######## block 1 ########
Block 1, gate families picked out:
(2 px per um)
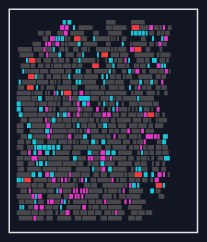

File: config.mk
export PLATFORM = sky130hd
export DESIGN_NAME = vga_pattern_gen
export DESIGN_NICKNAME = d
export VERILOG_FILES = /design/src/rtl/vga_pkg.sv /design/src/rtl/vga_box_mover.sv /design/src/rtl/vga_pattern_gen.sv
export SDC_FILE = /design/constraint.sdc
export NUM_CORES = 1
export LEC_CHECK = 0
export CAP_MARGIN = 10
export CORE_ASPECT_RATIO = 1.2
export CORE_MARGIN = 3
export CORE_UTILIZATION = 58
export DETAILED_ROUTE_END_ITERATION = 10
export GPL_TIMING_DRIVEN = 1
export PLACE_DENSITY = 0.91
export SETUP_SLACK_MARGIN = 0.05
export SLEW_MARGIN = 20
export SYNTH_ARGS = -nofsm -noshare
export SYNTH_HDL_FRONTEND = slang
export SYNTH_HIERARCHICAL = 1
export SYNTH_SLANG_ARGS = --single-unit
File: constraint.sdc
create_clock -name CLK100MHz -period 7.7 [get_ports CLK100MHz]
set_input_delay 1.54 -clock CLK100MHz [delete_from_list [all_inputs] [get_ports CLK100MHz]]
set_output_delay 1.54 -clock CLK100MHz [all_outputs]
set_load 0.03 [all_outputs]
File: src/rtl/vga_pkg.sv
// rtl/vga_pkg.sv - shared VGA timing, mode encoding and colour constants
package vga_pkg;

    localparam int VGA_H_VIS  = 640;
    localparam int VGA_H_FP   = 16;
    localparam int VGA_H_SYNC = 96;
    localparam int VGA_H_BP   = 48;
    localparam int VGA_V_VIS  = 480;
    localparam int VGA_V_FP   = 10;
    localparam int VGA_V_SYNC = 2;
    localparam int VGA_V_BP   = 33;
    localparam int VGA_BOX    = 32;
    localparam int VGA_CNT_W  = 11;

    typedef enum logic [1:0] {
        MODE_BARS    = 2'd0,
        MODE_CHECKER = 2'd1,
        MODE_BOX     = 2'd2,
        MODE_SOLID   = 2'd3
    } mode_e;

    typedef struct packed {
        logic [3:0] r;
        logic [3:0] g;
        logic [3:0] b;
    } rgb_t;

    localparam rgb_t C_WHITE   = rgb_t'(12'hFFF);
    localparam rgb_t C_YELLOW  = rgb_t'(12'hFF0);
    localparam rgb_t C_CYAN    = rgb_t'(12'h0FF);
    localparam rgb_t C_GREEN   = rgb_t'(12'h0F0);
    localparam rgb_t C_MAGENTA = rgb_t'(12'hF0F);
    localparam rgb_t C_RED     = rgb_t'(12'hF00);
    localparam rgb_t C_BLUE    = rgb_t'(12'h00F);
    localparam rgb_t C_BLACK   = rgb_t'(12'h000);

    // Colour-bar order, left to right across the visible line.
    function automatic rgb_t bar_colour(input logic [2:0] idx);
        rgb_t c;
        case (idx)
            3'd0:    c = C_WHITE;
            3'd1:    c = C_YELLOW;
            3'd2:    c = C_CYAN;
            3'd3:    c = C_GREEN;
            3'd4:    c = C_MAGENTA;
            3'd5:    c = C_RED;
            3'd6:    c = C_BLUE;
            default: c = C_BLACK;
        endcase
        return c;
    endfunction

    // Mode cycle used by the button: bars, checker, box, solid, back to bars.
    function automatic mode_e next_mode(input mode_e m);
        mode_e n;
        case (m)
            MODE_BARS:    n = MODE_CHECKER;
            MODE_CHECKER: n = MODE_BOX;
            MODE_BOX:     n = MODE_SOLID;
            default:      n = MODE_BARS;
        endcase
        return n;
    endfunction

endpackage

File: src/rtl/vga_box_mover.sv
// rtl/vga_box_mover.sv - bouncing box position, one step per frame
module vga_box_mover
    import vga_pkg::*;
#(
    parameter int H_VIS = VGA_H_VIS,
    parameter int V_VIS = VGA_V_VIS,
    parameter int BOX   = VGA_BOX
) (
    input  logic        clk,
    input  logic        reset,
    input  logic        frame_start,
    output logic [10:0] bx,
    output logic [10:0] by
);

    localparam logic [10:0] BX_MAX  = 11'(H_VIS - BOX);
    localparam logic [10:0] BY_MAX  = 11'(V_VIS - BOX);
    localparam logic [10:0] BX_INIT = 11'((H_VIS - BOX) / 2);
    localparam logic [10:0] BY_INIT = 11'((V_VIS - BOX) / 2);

    logic        dx_neg;
    logic        dy_neg;
    logic [10:0] bx_n;
    logic [10:0] by_n;

    // Candidate next position one pixel along the current direction.
    always_comb begin
        bx_n = dx_neg ? (bx - 11'd1) : (bx + 11'd1);
        by_n = dy_neg ? (by - 11'd1) : (by + 11'd1);
    end

    // Step on each frame; flip direction in the same step that touches an edge.
    always_ff @(posedge clk) begin
        if (reset) begin
            bx     <= BX_INIT;
            by     <= BY_INIT;
            dx_neg <= 1'b0;
            dy_neg <= 1'b0;
        end else if (frame_start) begin
            bx <= bx_n;
            by <= by_n;
            if (bx_n == 11'd0 || bx_n == BX_MAX) dx_neg <= ~dx_neg;
            if (by_n == 11'd0 || by_n == BY_MAX) dy_neg <= ~dy_neg;
        end
    end

endmodule

File: src/rtl/vga_pattern_gen.sv
// rtl/vga_pattern_gen.sv - two-stage VGA sync and test-pattern generator
module vga_pattern_gen
    import vga_pkg::*;
#(
    parameter int H_VIS  = VGA_H_VIS,
    parameter int H_FP   = VGA_H_FP,
    parameter int H_SYNC = VGA_H_SYNC,
    parameter int H_BP   = VGA_H_BP,
    parameter int V_VIS  = VGA_V_VIS,
    parameter int V_FP   = VGA_V_FP,
    parameter int V_SYNC = VGA_V_SYNC,
    parameter int V_BP   = VGA_V_BP,
    parameter int BOX    = VGA_BOX
) (
    input  logic        CLK100MHz,
    input  logic        reset,
    input  logic [10:0] hcount,
    input  logic [10:0] vcount,
    input  logic        mode_btn,
    output logic        hsync,
    output logic        vsync,
    output logic [3:0]  vga_r,
    output logic [3:0]  vga_g,
    output logic [3:0]  vga_b,
    output logic [7:0]  frame_cnt
);

    localparam logic [10:0] H_VIS_C   = 11'(H_VIS);
    localparam logic [10:0] V_VIS_C   = 11'(V_VIS);
    localparam logic [10:0] H_TOTAL_C = 11'(H_VIS + H_FP + H_SYNC + H_BP);
    localparam logic [10:0] V_TOTAL_C = 11'(V_VIS + V_FP + V_SYNC + V_BP);
    localparam logic [10:0] HS_START  = 11'(H_VIS + H_FP);
    localparam logic [10:0] HS_END    = 11'(H_VIS + H_FP + H_SYNC);
    localparam logic [10:0] VS_START  = 11'(V_VIS + V_FP);
    localparam logic [10:0] VS_END    = 11'(V_VIS + V_FP + V_SYNC);
    localparam logic [10:0] BAR_W     = 11'(H_VIS / 8);
    localparam logic [10:0] BOX_C     = 11'(BOX);

    logic        in_range;
    logic        vis_c;
    logic        hs_c;
    logic        vs_c;

    logic [10:0] h1;
    logic [10:0] v1;
    logic        vis1;
    logic        hs1;
    logic        vs1;
    logic        zero1;
    logic        zero_d;
    logic        frame_start;

    logic        btn_meta;
    logic        btn_sync;
    logic        btn_prev;
    logic        btn_rise;

    mode_e       mode_q;
    mode_e       mode_d;
    logic        req_q;
    logic        req_d;

    logic [10:0] bx;
    logic [10:0] by;
    logic [2:0]  bar_idx;
    logic        in_box;
    rgb_t        pix;

    // Region decode of the incoming count; anything past the frame total is blanking.
    always_comb begin
        in_range = (hcount < H_TOTAL_C) && (vcount < V_TOTAL_C);
        vis_c    = (hcount < H_VIS_C) && (vcount < V_VIS_C);
        hs_c     = in_range && (hcount >= HS_START) && (hcount < HS_END);
        vs_c     = in_range && (vcount >= VS_START) && (vcount < VS_END);
    end

    // Stage 1: capture the count and its decoded region flags.
    always_ff @(posedge CLK100MHz) begin
        if (reset) begin
            h1   <= '0;
            v1   <= '0;
            vis1 <= 1'b0;
            hs1  <= 1'b0;
            vs1  <= 1'b0;
        end else begin
            h1   <= hcount;
            v1   <= vcount;
            vis1 <= vis_c;
            hs1  <= hs_c;
            vs1  <= vs_c;
        end
    end

    // Frame boundary is the stage-1 count arriving at (0,0); reset counts as "already at 0,0".
    assign zero1       = (h1 == 11'd0) && (v1 == 11'd0);
    assign frame_start = zero1 && !zero_d;

    // Remember whether the previous stage-1 count was (0,0) so a held origin strobes once.
    always_ff @(posedge CLK100MHz) begin
        if (reset) zero_d <= 1'b1;
        else       zero_d <= zero1;
    end

    // Two-flop synchronizer for the button plus a delayed copy for edge detection.
    always_ff @(posedge CLK100MHz) begin
        if (reset) begin
            btn_meta <= 1'b0;
            btn_sync <= 1'b0;
            btn_prev <= 1'b0;
        end else begin
            btn_meta <= mode_btn;
            btn_sync <= btn_meta;
            btn_prev <= btn_sync;
        end
    end

    assign btn_rise = btn_sync && !btn_prev;

    // Mode and pending-request registers.
    always_ff @(posedge CLK100MHz) begin
        if (reset) begin
            mode_q <= MODE_BARS;
            req_q  <= 1'b0;
        end else begin
            mode_q <= mode_d;
            req_q  <= req_d;
        end
    end

    // Mode changes only at a frame boundary; an edge landing on that boundary waits a frame.
    always_comb begin
        mode_d = mode_q;
        req_d  = req_q;
        if (frame_start) begin
            if (req_q) mode_d = next_mode(mode_q);
            req_d = btn_rise;
        end else if (btn_rise) begin
            req_d = 1'b1;
        end
    end

    // Frames since reset, wrapping naturally at 8 bits.
    always_ff @(posedge CLK100MHz) begin
        if (reset)            frame_cnt <= 8'd0;
        else if (frame_start) frame_cnt <= frame_cnt + 8'd1;
    end

    vga_box_mover #(
        .H_VIS (H_VIS),
        .V_VIS (V_VIS),
        .BOX   (BOX)
    ) u_box_mover (
        .clk         (CLK100MHz),
        .reset       (reset),
        .frame_start (frame_start),
        .bx          (bx),
        .by          (by)
    );

    assign bar_idx = 3'(h1 / BAR_W);
    assign in_box  = (h1 >= bx) && (h1 < bx + BOX_C) && (v1 >= by) && (v1 < by + BOX_C);

    // Pixel colour for the current mode, forced black outside the visible area.
    always_comb begin
        pix = C_BLACK;
        case (mode_q)
            MODE_BARS:    pix = bar_colour(bar_idx);
            MODE_CHECKER: pix = (h1[5] ^ v1[5]) ? C_WHITE : C_BLACK;
            MODE_BOX:     pix = in_box ? C_WHITE : C_BLUE;
            MODE_SOLID:   pix = '{r: frame_cnt[5:2], g: frame_cnt[5:2], b: frame_cnt[5:2]};
            default:      pix = C_BLACK;
        endcase
        if (!vis1) pix = C_BLACK;
    end

    // Stage 2: register syncs and colour together so every output carries the same latency.
    always_ff @(posedge CLK100MHz) begin
        if (reset) begin
            hsync <= 1'b1;
            vsync <= 1'b1;
            vga_r <= 4'h0;
            vga_g <= 4'h0;
            vga_b <= 4'h0;
        end else begin
            hsync <= ~hs1;
            vsync <= ~vs1;
            vga_r <= pix.r;
            vga_g <= pix.g;
            vga_b <= pix.b;
        end
    end

endmodule

######## block 2 ########
==> config.mk <==
export PLATFORM = sky130hd
export DESIGN_NAME = drive_mode_ctrl_flat
export DESIGN_NICKNAME = d
export VERILOG_FILES = /design/src/rtl/drive_pkg.sv /design/src/rtl/drive_mode_ctrl_if.sv /design/src/rtl/speed_ramp.sv /design/src/rtl/drive_mode_ctrl.sv /design/src/flat_wrapper.sv
export SDC_FILE = /design/constraint.sdc
export NUM_CORES = 1
export LEC_CHECK = 0
export CORE_MARGIN = 5
export CORE_UTILIZATION = 60
export DETAILED_ROUTE_END_ITERATION = 6
export GPL_ROUTABILITY_DRIVEN = 0
export PLACE_DENSITY = 0.8
export SKIP_CTS_REPAIR_TIMING = 1
export SLEW_MARGIN = 20
export SYNTH_ARGS = -nofsm -noshare
export SYNTH_HDL_FRONTEND = slang
export SYNTH_SLANG_ARGS = --single-unit
==> constraint.sdc <==
create_clock -name clk_50 -period 4.59 [get_ports clk_50]
set_input_delay 0.918 -clock clk_50 [delete_from_list [all_inputs] [get_ports clk_50]]
set_output_delay 0.918 -clock clk_50 [all_outputs]
set_load 0.005 [all_outputs]
==> src/rtl/drive_pkg.sv <==
// Shared enums and IR remote codes for the drive mode controller.
package drive_pkg;

   typedef enum logic [1:0] {
      MODE_IDLE = 2'd0,
      MODE_CAM  = 2'd1,
      MODE_IR   = 2'd2
   } mode_e;

   typedef enum logic [1:0] {
      CAM_PAUSE  = 2'd0,
      CAM_SEARCH = 2'd1,
      CAM_FOLLOW = 2'd2,
      CAM_LOST   = 2'd3
   } cam_e;

   typedef enum logic [1:0] {
      DIR_STOP  = 2'd0,
      DIR_LEFT  = 2'd1,
      DIR_RIGHT = 2'd2,
      DIR_FWD   = 2'd3
   } dir_e;

   localparam logic [7:0] CMD_CAM   = 8'h0F;
   localparam logic [7:0] CMD_IR    = 8'h13;
   localparam logic [7:0] CMD_IDLE  = 8'h10;
   localparam logic [7:0] CMD_LEFT  = 8'h14;
   localparam logic [7:0] CMD_RIGHT = 8'h18;
   localparam logic [7:0] CMD_FWD   = 8'h1B;
   localparam logic [7:0] CMD_FWD1  = 8'h1F;
   localparam logic [7:0] CMD_STOP  = 8'h0C;

   localparam logic [2:0] CAMDIR_LEFT   = 3'b001;
   localparam logic [2:0] CAMDIR_RIGHT  = 3'b010;
   localparam logic [2:0] CAMDIR_CENTRE = 3'b011;

endpackage

==> src/rtl/drive_mode_ctrl_if.sv <==
// Signal bundle between the vehicle sensors/remote and the drive mode controller.
interface drive_mode_ctrl_if #(
   parameter int CMD_W = 8,
   parameter int SPD_W = 2
);
   // ir_valid is a one-cycle strobe without back-pressure: ir_cmd is consumed
   // on every clk_50 edge where ir_valid is high and ignored otherwise.
   logic             ir_valid;
   logic [CMD_W-1:0] ir_cmd;
   logic [2:0]       cam_dir;
   logic             orange_detected;
   logic [SPD_W-1:0] speed_req;
   logic             estop;

   logic [1:0]       mode;
   logic [1:0]       cam_state;
   logic [1:0]       drive_dir;
   logic [SPD_W-1:0] drive_speed;
   logic             mode_change;
   logic             wd_trip;
   logic             search_expired;

   modport master (
      output ir_valid, ir_cmd, cam_dir, orange_detected, speed_req, estop,
      input  mode, cam_state, drive_dir, drive_speed, mode_change, wd_trip, search_expired
   );

   modport slave (
      input  ir_valid, ir_cmd, cam_dir, orange_detected, speed_req, estop,
      output mode, cam_state, drive_dir, drive_speed, mode_change, wd_trip, search_expired
   );
endinterface

==> src/rtl/speed_ramp.sv <==
// Registered speed level: climbs one level per RAMP_CYCLES, drops instantly.
module speed_ramp #(
   parameter int SPD_W       = 2,
   parameter int RAMP_CYCLES = 1_000_000
) (
   input  logic             clk_50,
   input  logic             reset,
   input  logic             i_clear,
   input  logic [SPD_W-1:0] i_target,
   output logic [SPD_W-1:0] o_speed
);
   localparam int RW = $clog2(RAMP_CYCLES + 1);

   logic [SPD_W-1:0] r_speed;
   logic [RW-1:0]    r_cnt;

   always_ff @(posedge clk_50) begin
      if (reset || i_clear) begin
         r_speed <= '0;
         r_cnt   <= '0;
      end else if (i_target < r_speed) begin
         r_speed <= i_target;
         r_cnt   <= '0;
      end else if (i_target > r_speed) begin
         if (r_cnt >= RW'(RAMP_CYCLES - 1)) begin
            r_speed <= r_speed + 1'b1;
            r_cnt   <= '0;
         end else begin
            r_cnt <= r_cnt + 1'b1;
         end
      end else begin
         r_cnt <= '0;
      end
   end

   assign o_speed = r_speed;
endmodule

==> src/rtl/drive_mode_ctrl.sv <==
// Drive mode controller: IR/camera mode FSMs, IR watchdog, search timeout and
// a registered direction/speed output with gap-on-reversal and speed ramp.
module drive_mode_ctrl
   import drive_pkg::*;
#(
   parameter int CMD_W          = 8,
   parameter int SPEED_LEVELS   = 3,
   parameter int IR_TIMEOUT     = 25_000_000,
   parameter int LOST_HOLD      = 5_000_000,
   parameter int SEARCH_TIMEOUT = 500_000_000,
   parameter int RAMP_CYCLES    = 1_000_000
) (
   input logic              clk_50,
   input logic              reset,
   drive_mode_ctrl_if.slave bus
);
   localparam int SPD_W = $clog2(SPEED_LEVELS + 1);
   localparam int SW    = $clog2(SEARCH_TIMEOUT + 1);
   localparam int LW    = $clog2(LOST_HOLD + 1);
   localparam int WW    = $clog2(IR_TIMEOUT + 1);

   mode_e            r_mode, w_mode_nx;
   cam_e             r_cam, w_cam_nx;
   logic [SW-1:0]    r_search_cnt, w_search_cnt_nx;
   logic [LW-1:0]    r_lost_cnt, w_lost_cnt_nx;
   logic [WW-1:0]    r_wd_cnt, w_wd_cnt_nx;
   dir_e             r_ir_dir, w_ir_dir_nx;
   logic             r_ir_slow, w_ir_slow_nx;
   logic             w_wd_trip_nx;
   logic             w_cmd_cam, w_cmd_ir, w_cmd_idle, w_mode_cmd, w_expire;
   dir_e             r_dir, w_dir_nx, w_tgt_dir;
   logic [SPD_W-1:0] w_tgt_spd, w_spd_req_sat, w_speed;
   logic             w_gap, w_ramp_clr;
   logic             r_mode_change, r_search_expired, r_wd_trip;

   assign w_cmd_cam  = bus.ir_valid && (bus.ir_cmd == CMD_W'(CMD_CAM));
   assign w_cmd_ir   = bus.ir_valid && (bus.ir_cmd == CMD_W'(CMD_IR));
   assign w_cmd_idle = bus.ir_valid && (bus.ir_cmd == CMD_W'(CMD_IDLE));
   assign w_mode_cmd = w_cmd_cam || w_cmd_ir || w_cmd_idle;
   // A mode command in the same cycle wins over the search timeout.
   assign w_expire   = (r_cam == CAM_SEARCH) && (r_search_cnt == SW'(SEARCH_TIMEOUT - 1)) && !w_mode_cmd;

   always_ff @(posedge clk_50) begin
      if (reset) begin
         r_mode       <= MODE_IDLE;
         r_cam        <= CAM_PAUSE;
         r_search_cnt <= '0;
         r_lost_cnt   <= '0;
         r_wd_cnt     <= '0;
         r_ir_dir     <= DIR_STOP;
         r_ir_slow    <= 1'b0;
      end else begin
         r_mode       <= w_mode_nx;
         r_cam        <= w_cam_nx;
         r_search_cnt <= w_search_cnt_nx;
         r_lost_cnt   <= w_lost_cnt_nx;
         r_wd_cnt     <= w_wd_cnt_nx;
         r_ir_dir     <= w_ir_dir_nx;
         r_ir_slow    <= w_ir_slow_nx;
      end
   end

   always_comb begin
      w_mode_nx = r_mode;
      if (w_cmd_cam)       w_mode_nx = MODE_CAM;
      else if (w_cmd_ir)   w_mode_nx = MODE_IR;
      else if (w_cmd_idle) w_mode_nx = MODE_IDLE;
      else if (w_expire)   w_mode_nx = MODE_IDLE;

      w_cam_nx      = r_cam;
      w_lost_cnt_nx = '0;
      if (w_mode_nx != MODE_CAM) begin
         w_cam_nx = CAM_PAUSE;
      end else if (r_mode != MODE_CAM) begin
         w_cam_nx = CAM_SEARCH;
      end else begin
         case (r_cam)
            CAM_SEARCH: if (bus.orange_detected) w_cam_nx = CAM_FOLLOW;
            CAM_FOLLOW: if (!bus.orange_detected) begin
               w_cam_nx      = CAM_LOST;
               w_lost_cnt_nx = LW'(1);
            end
            CAM_LOST: begin
               if (bus.orange_detected)                   w_cam_nx = CAM_FOLLOW;
               else if (r_lost_cnt >= LW'(LOST_HOLD - 1)) w_cam_nx = CAM_SEARCH;
               else                                       w_lost_cnt_nx = r_lost_cnt + 1'b1;
            end
            default: w_cam_nx = CAM_SEARCH;
         endcase
      end

      w_search_cnt_nx = '0;
      if (r_cam == CAM_SEARCH && w_cam_nx == CAM_SEARCH)
         w_search_cnt_nx = (r_search_cnt == SW'(SEARCH_TIMEOUT - 1)) ? r_search_cnt : r_search_cnt + 1'b1;

      w_ir_dir_nx  = DIR_STOP;
      w_ir_slow_nx = 1'b0;
      w_wd_cnt_nx  = '0;
      if (w_mode_nx == MODE_IR && r_mode == MODE_IR) begin
         w_ir_dir_nx  = r_ir_dir;
         w_ir_slow_nx = r_ir_slow;
         if (bus.ir_valid) begin
            if (bus.ir_cmd == CMD_W'(CMD_LEFT))       begin w_ir_dir_nx = DIR_LEFT;  w_ir_slow_nx = 1'b0; end
            else if (bus.ir_cmd == CMD_W'(CMD_RIGHT)) begin w_ir_dir_nx = DIR_RIGHT; w_ir_slow_nx = 1'b0; end
            else if (bus.ir_cmd == CMD_W'(CMD_FWD))   begin w_ir_dir_nx = DIR_FWD;   w_ir_slow_nx = 1'b0; end
            else if (bus.ir_cmd == CMD_W'(CMD_FWD1))  begin w_ir_dir_nx = DIR_FWD;   w_ir_slow_nx = 1'b1; end
            else if (bus.ir_cmd == CMD_W'(CMD_STOP))  begin w_ir_dir_nx = DIR_STOP;  w_ir_slow_nx = 1'b0; end
         end else begin
            w_wd_cnt_nx = (r_wd_cnt == WW'(IR_TIMEOUT)) ? r_wd_cnt : r_wd_cnt + 1'b1;
         end
      end
      // Saturated silence counter doubles as the sticky trip flag.
      w_wd_trip_nx = (w_wd_cnt_nx == WW'(IR_TIMEOUT));
   end

   always_comb begin
      w_tgt_dir = DIR_STOP;
      if (w_mode_nx == MODE_CAM) begin
         if (bus.cam_dir == CAMDIR_LEFT)       w_tgt_dir = DIR_LEFT;
         else if (bus.cam_dir == CAMDIR_RIGHT) w_tgt_dir = DIR_RIGHT;
         else if (bus.cam_dir == CAMDIR_CENTRE && w_cam_nx == CAM_FOLLOW) w_tgt_dir = DIR_FWD;
      end else if (w_mode_nx == MODE_IR && !w_wd_trip_nx) begin
         w_tgt_dir = w_ir_dir_nx;
      end

      w_spd_req_sat = (bus.speed_req > SPD_W'(SPEED_LEVELS)) ? SPD_W'(SPEED_LEVELS) : bus.speed_req;
      case (w_tgt_dir)
         DIR_STOP: w_tgt_spd = '0;
         DIR_FWD:  w_tgt_spd = (w_mode_nx == MODE_IR && w_ir_slow_nx) ? SPD_W'(1) : w_spd_req_sat;
         default:  w_tgt_spd = SPD_W'(1);
      endcase

      // Switching between two moving directions passes through one STOP/0 cycle.
      w_gap      = (r_dir != DIR_STOP) && (w_tgt_dir != DIR_STOP) && (w_tgt_dir != r_dir);
      w_ramp_clr = bus.estop || w_gap || (w_tgt_dir == DIR_STOP);
      w_dir_nx   = w_ramp_clr ? DIR_STOP : w_tgt_dir;
   end

   always_ff @(posedge clk_50) begin
      if (reset) begin
         r_dir            <= DIR_STOP;
         r_mode_change    <= 1'b0;
         r_search_expired <= 1'b0;
         r_wd_trip        <= 1'b0;
      end else begin
         r_dir            <= w_dir_nx;
         r_mode_change    <= (w_mode_nx != r_mode) || (w_cam_nx != r_cam);
         r_search_expired <= w_expire;
         r_wd_trip        <= w_wd_trip_nx;
      end
   end

   speed_ramp #(
      .SPD_W       (SPD_W),
      .RAMP_CYCLES (RAMP_CYCLES)
   ) u_speed_ramp (
      .clk_50   (clk_50),
      .reset    (reset),
      .i_clear  (w_ramp_clr),
      .i_target (w_tgt_spd),
      .o_speed  (w_speed)
   );

   assign bus.mode           = r_mode;
   assign bus.cam_state      = r_cam;
   assign bus.drive_dir      = r_dir;
   assign bus.drive_speed    = w_speed;
   assign bus.mode_change    = r_mode_change;
   assign bus.wd_trip        = r_wd_trip;
   assign bus.search_expired = r_search_expired;
endmodule
==> src/flat_wrapper.sv <==
// flat-port wrapper written by rule: the top's interface ports become plain ports
module drive_mode_ctrl_flat import drive_pkg::*;
#(
   parameter int CMD_W          = 8,
   parameter int SPEED_LEVELS   = 3,
   parameter int IR_TIMEOUT     = 25_000_000,
   parameter int LOST_HOLD      = 5_000_000,
   parameter int SEARCH_TIMEOUT = 500_000_000,
   parameter int RAMP_CYCLES    = 1_000_000
)
  (clk_50, reset, bus_ir_valid, bus_ir_cmd, bus_cam_dir, bus_orange_detected, bus_speed_req, bus_estop, bus_mode, bus_cam_state, bus_drive_dir, bus_drive_speed, bus_mode_change, bus_wd_trip, bus_search_expired);
  drive_mode_ctrl_if #(.CMD_W(CMD_W)) bus_i ();
  input logic clk_50;
  input logic reset;
  input wire logic [$bits(bus_i.ir_valid)-1:0] bus_ir_valid;
  input wire logic [$bits(bus_i.ir_cmd)-1:0] bus_ir_cmd;
  input wire logic [$bits(bus_i.cam_dir)-1:0] bus_cam_dir;
  input wire logic [$bits(bus_i.orange_detected)-1:0] bus_orange_detected;
  input wire logic [$bits(bus_i.speed_req)-1:0] bus_speed_req;
  input wire logic [$bits(bus_i.estop)-1:0] bus_estop;
  output wire logic [$bits(bus_i.mode)-1:0] bus_mode;
  output wire logic [$bits(bus_i.cam_state)-1:0] bus_cam_state;
  output wire logic [$bits(bus_i.drive_dir)-1:0] bus_drive_dir;
  output wire logic [$bits(bus_i.drive_speed)-1:0] bus_drive_speed;
  output wire logic [$bits(bus_i.mode_change)-1:0] bus_mode_change;
  output wire logic [$bits(bus_i.wd_trip)-1:0] bus_wd_trip;
  output wire logic [$bits(bus_i.search_expired)-1:0] bus_search_expired;
  assign bus_i.ir_valid = bus_ir_valid;
  assign bus_i.ir_cmd = bus_ir_cmd;
  assign bus_i.cam_dir = bus_cam_dir;
  assign bus_i.orange_detected = bus_orange_detected;
  assign bus_i.speed_req = bus_speed_req;
  assign bus_i.estop = bus_estop;
  assign bus_mode = bus_i.mode;
  assign bus_cam_state = bus_i.cam_state;
  assign bus_drive_dir = bus_i.drive_dir;
  assign bus_drive_speed = bus_i.drive_speed;
  assign bus_mode_change = bus_i.mode_change;
  assign bus_wd_trip = bus_i.wd_trip;
  assign bus_search_expired = bus_i.search_expired;
  drive_mode_ctrl #(.CMD_W(CMD_W), .SPEED_LEVELS(SPEED_LEVELS), .IR_TIMEOUT(IR_TIMEOUT), .LOST_HOLD(LOST_HOLD), .SEARCH_TIMEOUT(SEARCH_TIMEOUT), .RAMP_CYCLES(RAMP_CYCLES)) u_core (.clk_50(clk_50), .reset(reset), .bus(bus_i));
endmodule
######## block 3 ########
[src/rtl/frame_pkg.sv]
// frame_pkg: shared definitions for the frame reader.
//   ADDR_W     frame-buffer address width (15 bits, up to 32768 pixels)
//   HDR_SYNC0  first header sync byte
//   HDR_SYNC1  second header sync byte
//   rgb888_t   packed pixel {r, g, b}; r occupies bits [23:16]
//   state_t    reader FSM states
package frame_pkg;

  localparam int ADDR_W = 15;

  localparam logic [7:0] HDR_SYNC0 = 8'hA5;
  localparam logic [7:0] HDR_SYNC1 = 8'h5A;

  typedef struct packed {
    logic [7:0] r;
    logic [7:0] g;
    logic [7:0] b;
  } rgb888_t;

  typedef enum logic [2:0] {
    IDLE,
    HDR,
    FETCH,
    WAIT,
    SEND_R,
    SEND_G,
    SEND_B,
    FIN
  } state_t;

endpackage

[src/rtl/rd_latency_counter.sv]
// rd_latency_counter: down-counter that times the frame-buffer read latency.
//   read_clk  clock
//   reset     asynchronous active-high reset, clears the count
//   load      load LOAD_VAL (takes priority over dec)
//   dec       decrement by one, saturating at zero
//   zero      count is zero
module rd_latency_counter #(
  parameter int LOAD_VAL = 1,
  parameter int CNT_W    = 1
) (
  input  logic read_clk,
  input  logic reset,
  input  logic load,
  input  logic dec,
  output logic zero
);

  logic [CNT_W-1:0] cnt_reg;

  always_ff @(posedge read_clk or posedge reset) begin
    if (reset) begin
      cnt_reg <= '0;
    end else if (load) begin
      cnt_reg <= CNT_W'(LOAD_VAL);
    end else if (dec && (cnt_reg != '0)) begin
      cnt_reg <= cnt_reg - CNT_W'(1);
    end
  end

  assign zero = (cnt_reg == '0);

endmodule

[src/rtl/frame_reader_fsm.sv]
// frame_reader_fsm: reads one frame out of a frame buffer in raster order and
// streams each pixel as three bytes (R, G, B) over a valid/ready byte link.
//   read_clk      clock
//   reset         asynchronous active-high reset
//   start         begin one frame readout (sampled only while idle)
//   read_address  frame-buffer read address
//   output_q      frame-buffer read data {R,G,B}, RD_LATENCY cycles after address
//   tx_data       byte to the transmitter
//   tx_valid      tx_data valid, held until tx_ready
//   tx_ready      transmitter accepts on tx_valid && tx_ready
//   busy          high whenever not idle
//   done          one-cycle pulse after the last byte of a frame is accepted
// Build option: define FRAME_READER_HEADER_EN to prefix every frame with the
// 4-byte header A5, 5A, FRAME_W[7:0], FRAME_H[7:0].
module frame_reader_fsm
  import frame_pkg::*;
#(
  parameter int FRAME_W    = 160,
  parameter int FRAME_H    = 120,
  parameter int RD_LATENCY = 2
) (
  input  logic              read_clk,
  input  logic              reset,
  input  logic              start,
  output logic [ADDR_W-1:0] read_address,
  input  logic [23:0]       output_q,
  output logic [7:0]        tx_data,
  output logic              tx_valid,
  input  logic              tx_ready,
  output logic              busy,
  output logic              done
);

  localparam int TOTAL = FRAME_W * FRAME_H;
  localparam logic [ADDR_W-1:0] LAST_IDX = ADDR_W'(TOTAL - 1);
  localparam int CNT_W = $clog2(RD_LATENCY + 1);

  generate
    if ((TOTAL > 32768) || (TOTAL < 1)) begin : g_bad_frame
      $error("frame_reader_fsm: FRAME_W*FRAME_H must be in 1..32768");
    end
    if (RD_LATENCY < 1) begin : g_bad_latency
      $error("frame_reader_fsm: RD_LATENCY must be at least 1");
    end
  endgenerate

  state_t            state_reg, state_next;
  logic [ADDR_W-1:0] index_reg, index_next;
  rgb888_t           pixel_reg, pixel_next;
  logic              cnt_load, cnt_dec, cnt_zero;
`ifdef FRAME_READER_HEADER_EN
  logic [1:0]        hdr_idx_reg, hdr_idx_next;
`endif

  // The index counter addresses the buffer directly, so the address is
  // already valid during FETCH and the read latency is counted from there.
  assign read_address = index_reg;

  // Loaded with RD_LATENCY-1 in FETCH: zero then marks the last of the
  // RD_LATENCY wait cycles, the cycle in which output_q holds this pixel.
  rd_latency_counter #(
    .LOAD_VAL (RD_LATENCY - 1),
    .CNT_W    (CNT_W)
  ) u_lat (
    .read_clk (read_clk),
    .reset    (reset),
    .load     (cnt_load),
    .dec      (cnt_dec),
    .zero     (cnt_zero)
  );

  always_ff @(posedge read_clk or posedge reset) begin
    if (reset) begin
      state_reg   <= IDLE;
      index_reg   <= '0;
      pixel_reg   <= '0;
`ifdef FRAME_READER_HEADER_EN
      hdr_idx_reg <= '0;
`endif
    end else begin
      state_reg   <= state_next;
      index_reg   <= index_next;
      pixel_reg   <= pixel_next;
`ifdef FRAME_READER_HEADER_EN
      hdr_idx_reg <= hdr_idx_next;
`endif
    end
  end

  always_comb begin
    state_next = state_reg;
    index_next = index_reg;
    pixel_next = pixel_reg;
`ifdef FRAME_READER_HEADER_EN
    hdr_idx_next = hdr_idx_reg;
`endif
    cnt_load = 1'b0;
    cnt_dec  = 1'b0;
    tx_valid = 1'b0;
    tx_data  = 8'h00;
    busy     = (state_reg != IDLE);
    done     = 1'b0;

    case (state_reg)
      IDLE: begin
        if (start) begin
          index_next = '0;
`ifdef FRAME_READER_HEADER_EN
          hdr_idx_next = '0;
          state_next   = HDR;
`else
          state_next = FETCH;
`endif
        end
      end

      HDR: begin
`ifdef FRAME_READER_HEADER_EN
        tx_valid = 1'b1;
        case (hdr_idx_reg)
          2'd0:    tx_data = HDR_SYNC0;
          2'd1:    tx_data = HDR_SYNC1;
          2'd2:    tx_data = 8'(FRAME_W);
          default: tx_data = 8'(FRAME_H);
        endcase
        if (tx_ready) begin
          if (hdr_idx_reg == 2'd3) begin
            state_next = FETCH;
          end else begin
            hdr_idx_next = hdr_idx_reg + 2'd1;
          end
        end
`else
        state_next = IDLE;
`endif
      end

      FETCH: begin
        cnt_load   = 1'b1;
        state_next = WAIT;
      end

      WAIT: begin
        if (cnt_zero) begin
          pixel_next = rgb888_t'(output_q);
          state_next = SEND_R;
        end else begin
          cnt_dec = 1'b1;
        end
      end

      SEND_R: begin
        tx_valid = 1'b1;
        tx_data  = pixel_reg.r;
        if (tx_ready) state_next = SEND_G;
      end

      SEND_G: begin
        tx_valid = 1'b1;
        tx_data  = pixel_reg.g;
        if (tx_ready) state_next = SEND_B;
      end

      SEND_B: begin
        tx_valid = 1'b1;
        tx_data  = pixel_reg.b;
        if (tx_ready) begin
          if (index_reg < LAST_IDX) begin
            index_next = index_reg + ADDR_W'(1);
            state_next = FETCH;
          end else begin
            state_next = FIN;
          end
        end
      end

      FIN: begin
        done       = 1'b1;
        state_next = IDLE;
      end

      default: state_next = IDLE;
    endcase
  end

endmodule

[config.mk]
export PLATFORM = sky130hd
export DESIGN_NAME = frame_reader_fsm
export DESIGN_NICKNAME = d
export VERILOG_FILES = /design/src/rtl/frame_pkg.sv /design/src/rtl/rd_latency_counter.sv /design/src/rtl/frame_reader_fsm.sv
export SDC_FILE = /design/constraint.sdc
export NUM_CORES = 1
export LEC_CHECK = 0
export ABC_AREA = 1
export CAP_MARGIN = 20
export CORE_MARGIN = 5
export CORE_UTILIZATION = 40
export DETAILED_ROUTE_END_ITERATION = 10
export PLACE_DENSITY_LB_ADDON = 0.1
export SYNTH_ARGS = -nofsm -noshare
export SYNTH_HDL_FRONTEND = slang
export SYNTH_SLANG_ARGS = --single-unit
export TNS_END_PERCENT = 100
[constraint.sdc]
create_clock -name read_clk -period 2.65 [get_ports read_clk]
set_input_delay 0.6625 -clock read_clk [delete_from_list [all_inputs] [get_ports read_clk]]
set_output_delay 0.6625 -clock read_clk [all_outputs]
set_load 0.01 [all_outputs]

==> gallery <==
Routing congestion map.
Plate I
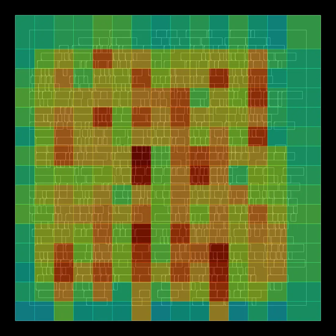
Plate II
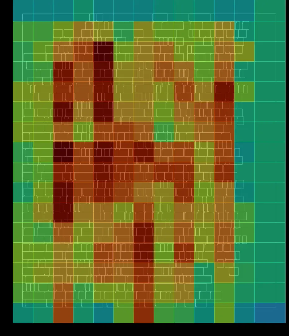
Plate III
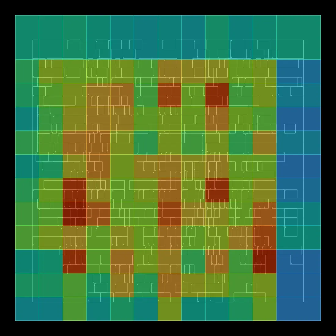
For block 2, see Plate I.
For block 3, see Plate III.
For block 1, see Plate II.
- lowest track usage: Plate III
- highest track usage: Plate II

Block 2, layout detail:
Region (42, 20) to (67, 45) um. Cells in gray, sequential cells in the stronger gray; small squares are vias.
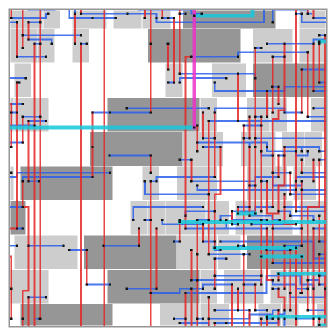
| layer | color |
|---|---|
| met4 | magenta |
| met2 | red |
| met3 | cyan |
| met1 | blue |
cells with their middle in the window: 55
most frequent: dfxtp_1 (10), nor2_1 (9), xnor2_1 (5)
sequential cells in the window: 10
netlist names of flops here include: u_core.r_wd_cnt (7)

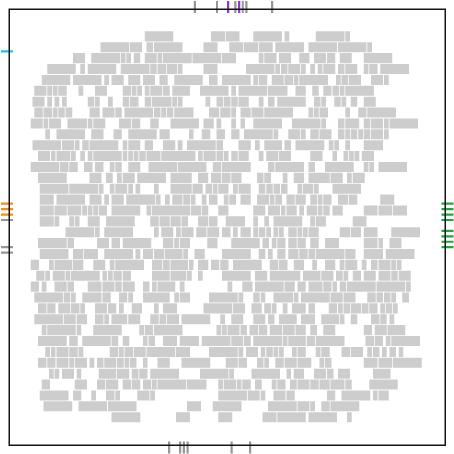
Block 2: I/O pins on the die edge
(4 px per um) Pins as bars across the die edge, other pins in gray.
| port | color | pins | direction | edge |
|---|---|---|---|---|
| bus_cam_dir | orange | 3 | input | left |
| bus_ir_cmd | green | 8 | input | right |
| bus_mode | purple | 2 | output | top |
| clk_50 | cyan | 1 | input | left |

==> notes.md, block 2 <==
Notes from the flow run.

Synthesis:
- The run gives the cell count after synthesis as 716.
- The run gives the synthesized area divided by synthesized cell count as between 8 and 9 um^2.
- The run puts the area share of and-or/or-and cells after synthesis at 0.0766.
- The run puts the fraction of registers with async set or reset after synthesis at 0.
- The commonest cells after synthesis are 114 x nor2_1, 111 x dfxtp_1, 79 x nand2_1.

Power and ir drop:
- Of the total power, combinational logic draws 0.028.

Timing:
- For reference, the final report shows the max-slew violation count at 0.
- The run puts the slew at the pin closest to its max-slew limit at 0.925 ns.
- The run gives the post-route minimum period as 4.41 ns.
- Adding up every negative setup slack in the final design gives 0 ns.

Layout:
- The run puts the non-clock buffer instance count of the final layout at 64.
- The library cells used most frequently in the layout, excluding fill and tap cells, are 114 x nor2_1, 111 x dfxtp_1, 79 x nand2_1, 50 x xnor2_1, 47 x nand3_1.
- The run puts the area of all placed cells without fillers at 6640 um^2.
- Per the final layout report, the fraction of cells sized above drive strength 1 comes to 0.121.
- The run puts the sequential fraction of total cell area at 0.334.
- The run gives the storage element area as 2220 um^2.
- The run puts the logic area at around 3400 um^2.
- The run gives the count of fill cells added during filler insertion as 830.
- The run gives the number of flip-flops in the largest register as 29.

Setup path:
- The run gives the startpoint type of the worst setup path as a flip-flop.
- The report shows a maximum critical-path fanout of 10.
- For this design, the slowest cell found on the critical path is nor3b_2.

Clock tree:
- Looking at the clock tree report, the root buffer type is clkbuf_8.
- The number of clock buffers added by TritonCTS is 9.

Status:
- The flow ran to the end, and the final reports show no timing, DRC or antenna violations.

Flow run:
- Max-cap violations in this run came to 0.

GRT:
- The run gives the residual overflow from global routing as 0.
- The run puts the met2 track demand over resource at 0.371.

Die:
- The run gives the number of core rows as 36.

Placed design:
- The run gives the pre-CTS worst setup slack as -0.487 ns.
- The run gives the count of placed standard cells including taps as 887.

Drt:
- The run puts the number of remaining DRC errors at 0.
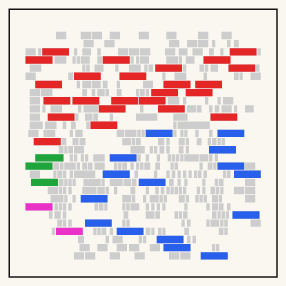
Block 3: sequential cells grouped by signal name
(3 px per um) Other cells in gray.
| signal | color | sequential cells |
|---|---|---|
| read_address | blue | 15 |
| state_reg | green | 3 |
| pixel_reg | red | 24 |
| u_lat.cnt_reg | magenta | 2 |

==> notes.md, block 3 <==
Notes from the flow run.

Layout:
- The run gives the fraction of final layout cells with drive strength greater than 1 as 0.102.
- Of the total standard cell area in the layout, the sequential portion is 0.342.
- The run gives the sequential cell count as 44.
- The run gives the count of fill cells added during filler insertion as 603.
- The run gives the number of flip-flops in the largest register as 24.
- The run puts the non-clock buffer area fraction after layout at 0.184.

Drt:
- The first TritonRoute pass finished after 4 iterations.
- After detailed routing, no signal wire sits above met4.

Timing:
- The run gives the tightest slew margin relative to the limit as 0.437.
- The run gives the total of endpoints with negative setup slack in the final report as 4.
- The run puts the final setup skew at between 0.01 and 0.015 ns.
- The run gives the setup slack of the critical path after layout as -0.0399 ns.
- Counting endpoints that fail hold in the final report gives 0.

GRT:
- The run puts the residual overflow from global routing at 0.
- The run puts the met1 routing resource usage after global routing at 0.208.
- The number of global-route vias before repair is 2096.

Clock tree:
- The run puts the number of buffers inserted for hold repair after clock tree synthesis at 0.
- The CTS log lists the clock sinks for this run as between 40 and 50.

Placed design:
- The run puts the count of placed standard cells including taps at 449.
- The run gives the placed standard-cell area as slightly above 3000 um^2.

Status:
- The run finished, with violations left.
- The checks that failed: setup timing.

Synthesis:
- The run gives the synthesized area divided by synthesized cell count as 7.68 um^2.

Flow run:
- The run gives the number of warnings in the stage logs as 28.

Die:
- The total area inside the core boundary comes to 5990 um^2.
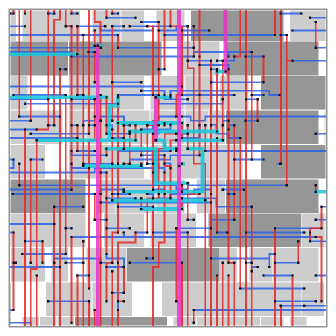
Block 1: layout detail
Region (34, 21) to (59, 46) um. Cells in gray, sequential cells in the stronger gray; small squares are vias.
| layer | color |
|---|---|
| met4 | magenta |
| met1 | blue |
| met3 | cyan |
| met2 | red |
cells with their middle in the window: 53
netlist names of flops here include: h1 (7), vga_r (2)
sequential cells in the window: 11
most frequent: dfxtp_1 (11), nor2b_1 (7)

About 'gate families picked out' of block 1:
| family | color | cells | where |
|---|---|---|---|
| multiplexers | red | 13 | spread over the die |
| NOR gates | cyan | 117 | spread over the die |
| NAND gates | magenta | 95 | spread over the die |

==> notes.md, block 1 <==
Notes from the flow run.

Status:
- The run finished with clean final reports.

GRT:
- The number of antenna violations at the first check in global routing came to 0.
- The global routing report lists met2 layer usage as 0.462.
- The run puts the residual overflow from global routing at 0.
- The run gives the busiest metal layer after global routing as met2.

Die:
- The run puts the number of core rows at 37.
- The vertical die dimension reported for this design is between 100 and 150 um.
- The run gives the well-tap cell count as 117.
- The run puts the die width at 93.4 um.

Clock tree:
- The run gives the clock insertion delay at the later pin of the skew report as 0.37 ns.
- The run puts the number of buffers inserted for hold repair after clock tree synthesis at 0.
- The clock tree synthesis step divided the H-tree into 3 levels.
- The run puts the maximum number of buffers from clock root to sink at 2.
- The run puts the number of buffers added for setup after CTS at 0.
- TritonCTS built the clock tree.

Synthesis:
- For this run, the leading register cell type out of synthesis is dfxtp_1.
- The run puts the adder and majority gate portion of the synthesized area at 0.153.
- The run puts the post-synthesis instance area at 5310 um^2.
- During synthesis, Yosys emitted a total of 6 warnings.
- The run puts the multiplexer fraction of the synthesized cell area at 0.0252.
- In the synthesized netlist, the number of instances is about 630.
- In the Yosys report the total cell count is 630.
- Yosys instantiated no cell more often than dfxtp_1.
- By area the synthesized netlist is led by dfxtp_1 29%, ha_1 14%, nor2_1 4.0%.
- The run puts the yosys stat chip area at 5310 um^2.
- Of the post-synthesis cell area, the dominant cell type holds 0.294.

Drt:
- The run puts the length of the first detailed-routing pass in iterations at 7.
- The first routing iteration left 400 violations.
- The run puts the count of antenna-violating nets left after detailed routing at 0.
- The run gives the highest routed metal layer as met4.
- The wire length recorded after detailed routing is approximately 13 mm.

Placed design:
- Once placement completed, the tool counted placed cells totaling 774.

Setup path:
- In this run the worst setup path terminates at u_box_mover/dy_neg.
- Per the timing report, the most critical flop-to-flop path originates at u_box_mover/dy_neg.
- Per STA, the worst path accumulates the most delay in the family simple AND/OR/NAND/NOR gates.
- The report shows a maximum critical-path fanout of 12.
- The run gives the kind of capture point of the worst setup path as a flip-flop.
- Setup slack on the worst reg-to-reg path comes out at 4.41 ns.
- The critical path crosses 9 cells after its start point.

Power and ir drop:
- The run gives the combinational-cell power consumption as 81.0 uW.
- The run puts the leakage dissipation at 0.00248 uW.
- The run gives the power density over the cells as about 150 nW/um^2.
- Cell internal power was estimated by the tool at ~680 uW.
- The run gives the highest-power group as registers.
- Summing internal, switching and leakage power gives 894 uW.

Layout:
- The top cell type in the final layout, fill and taps aside, is dfxtp_1.
- The run puts the layout multi-input combinational cell count at 489.
- The run puts the sequential cell count at just under 80.
- The run gives the area of all placed cells without fillers as 6100 um^2.
- The run gives the number of diodes added for antenna fixing as 0.
- The run gives the count of fill cells added during filler insertion as 636.
- The run puts the sequential fraction of total cell area at 0.256.
- The run puts the area growth from synthesis to layout at 14.9%.

Worst hold path:
- The worst hold path terminates at vsync.

Timing:
- The run puts the tightest hold margin at 0.394 ns.
- The run puts the upper clock frequency limit at 304 MHz.

Flow run:
- The run puts the max-cap check violation count at 0.

Power and IR drop assume default switching activity.
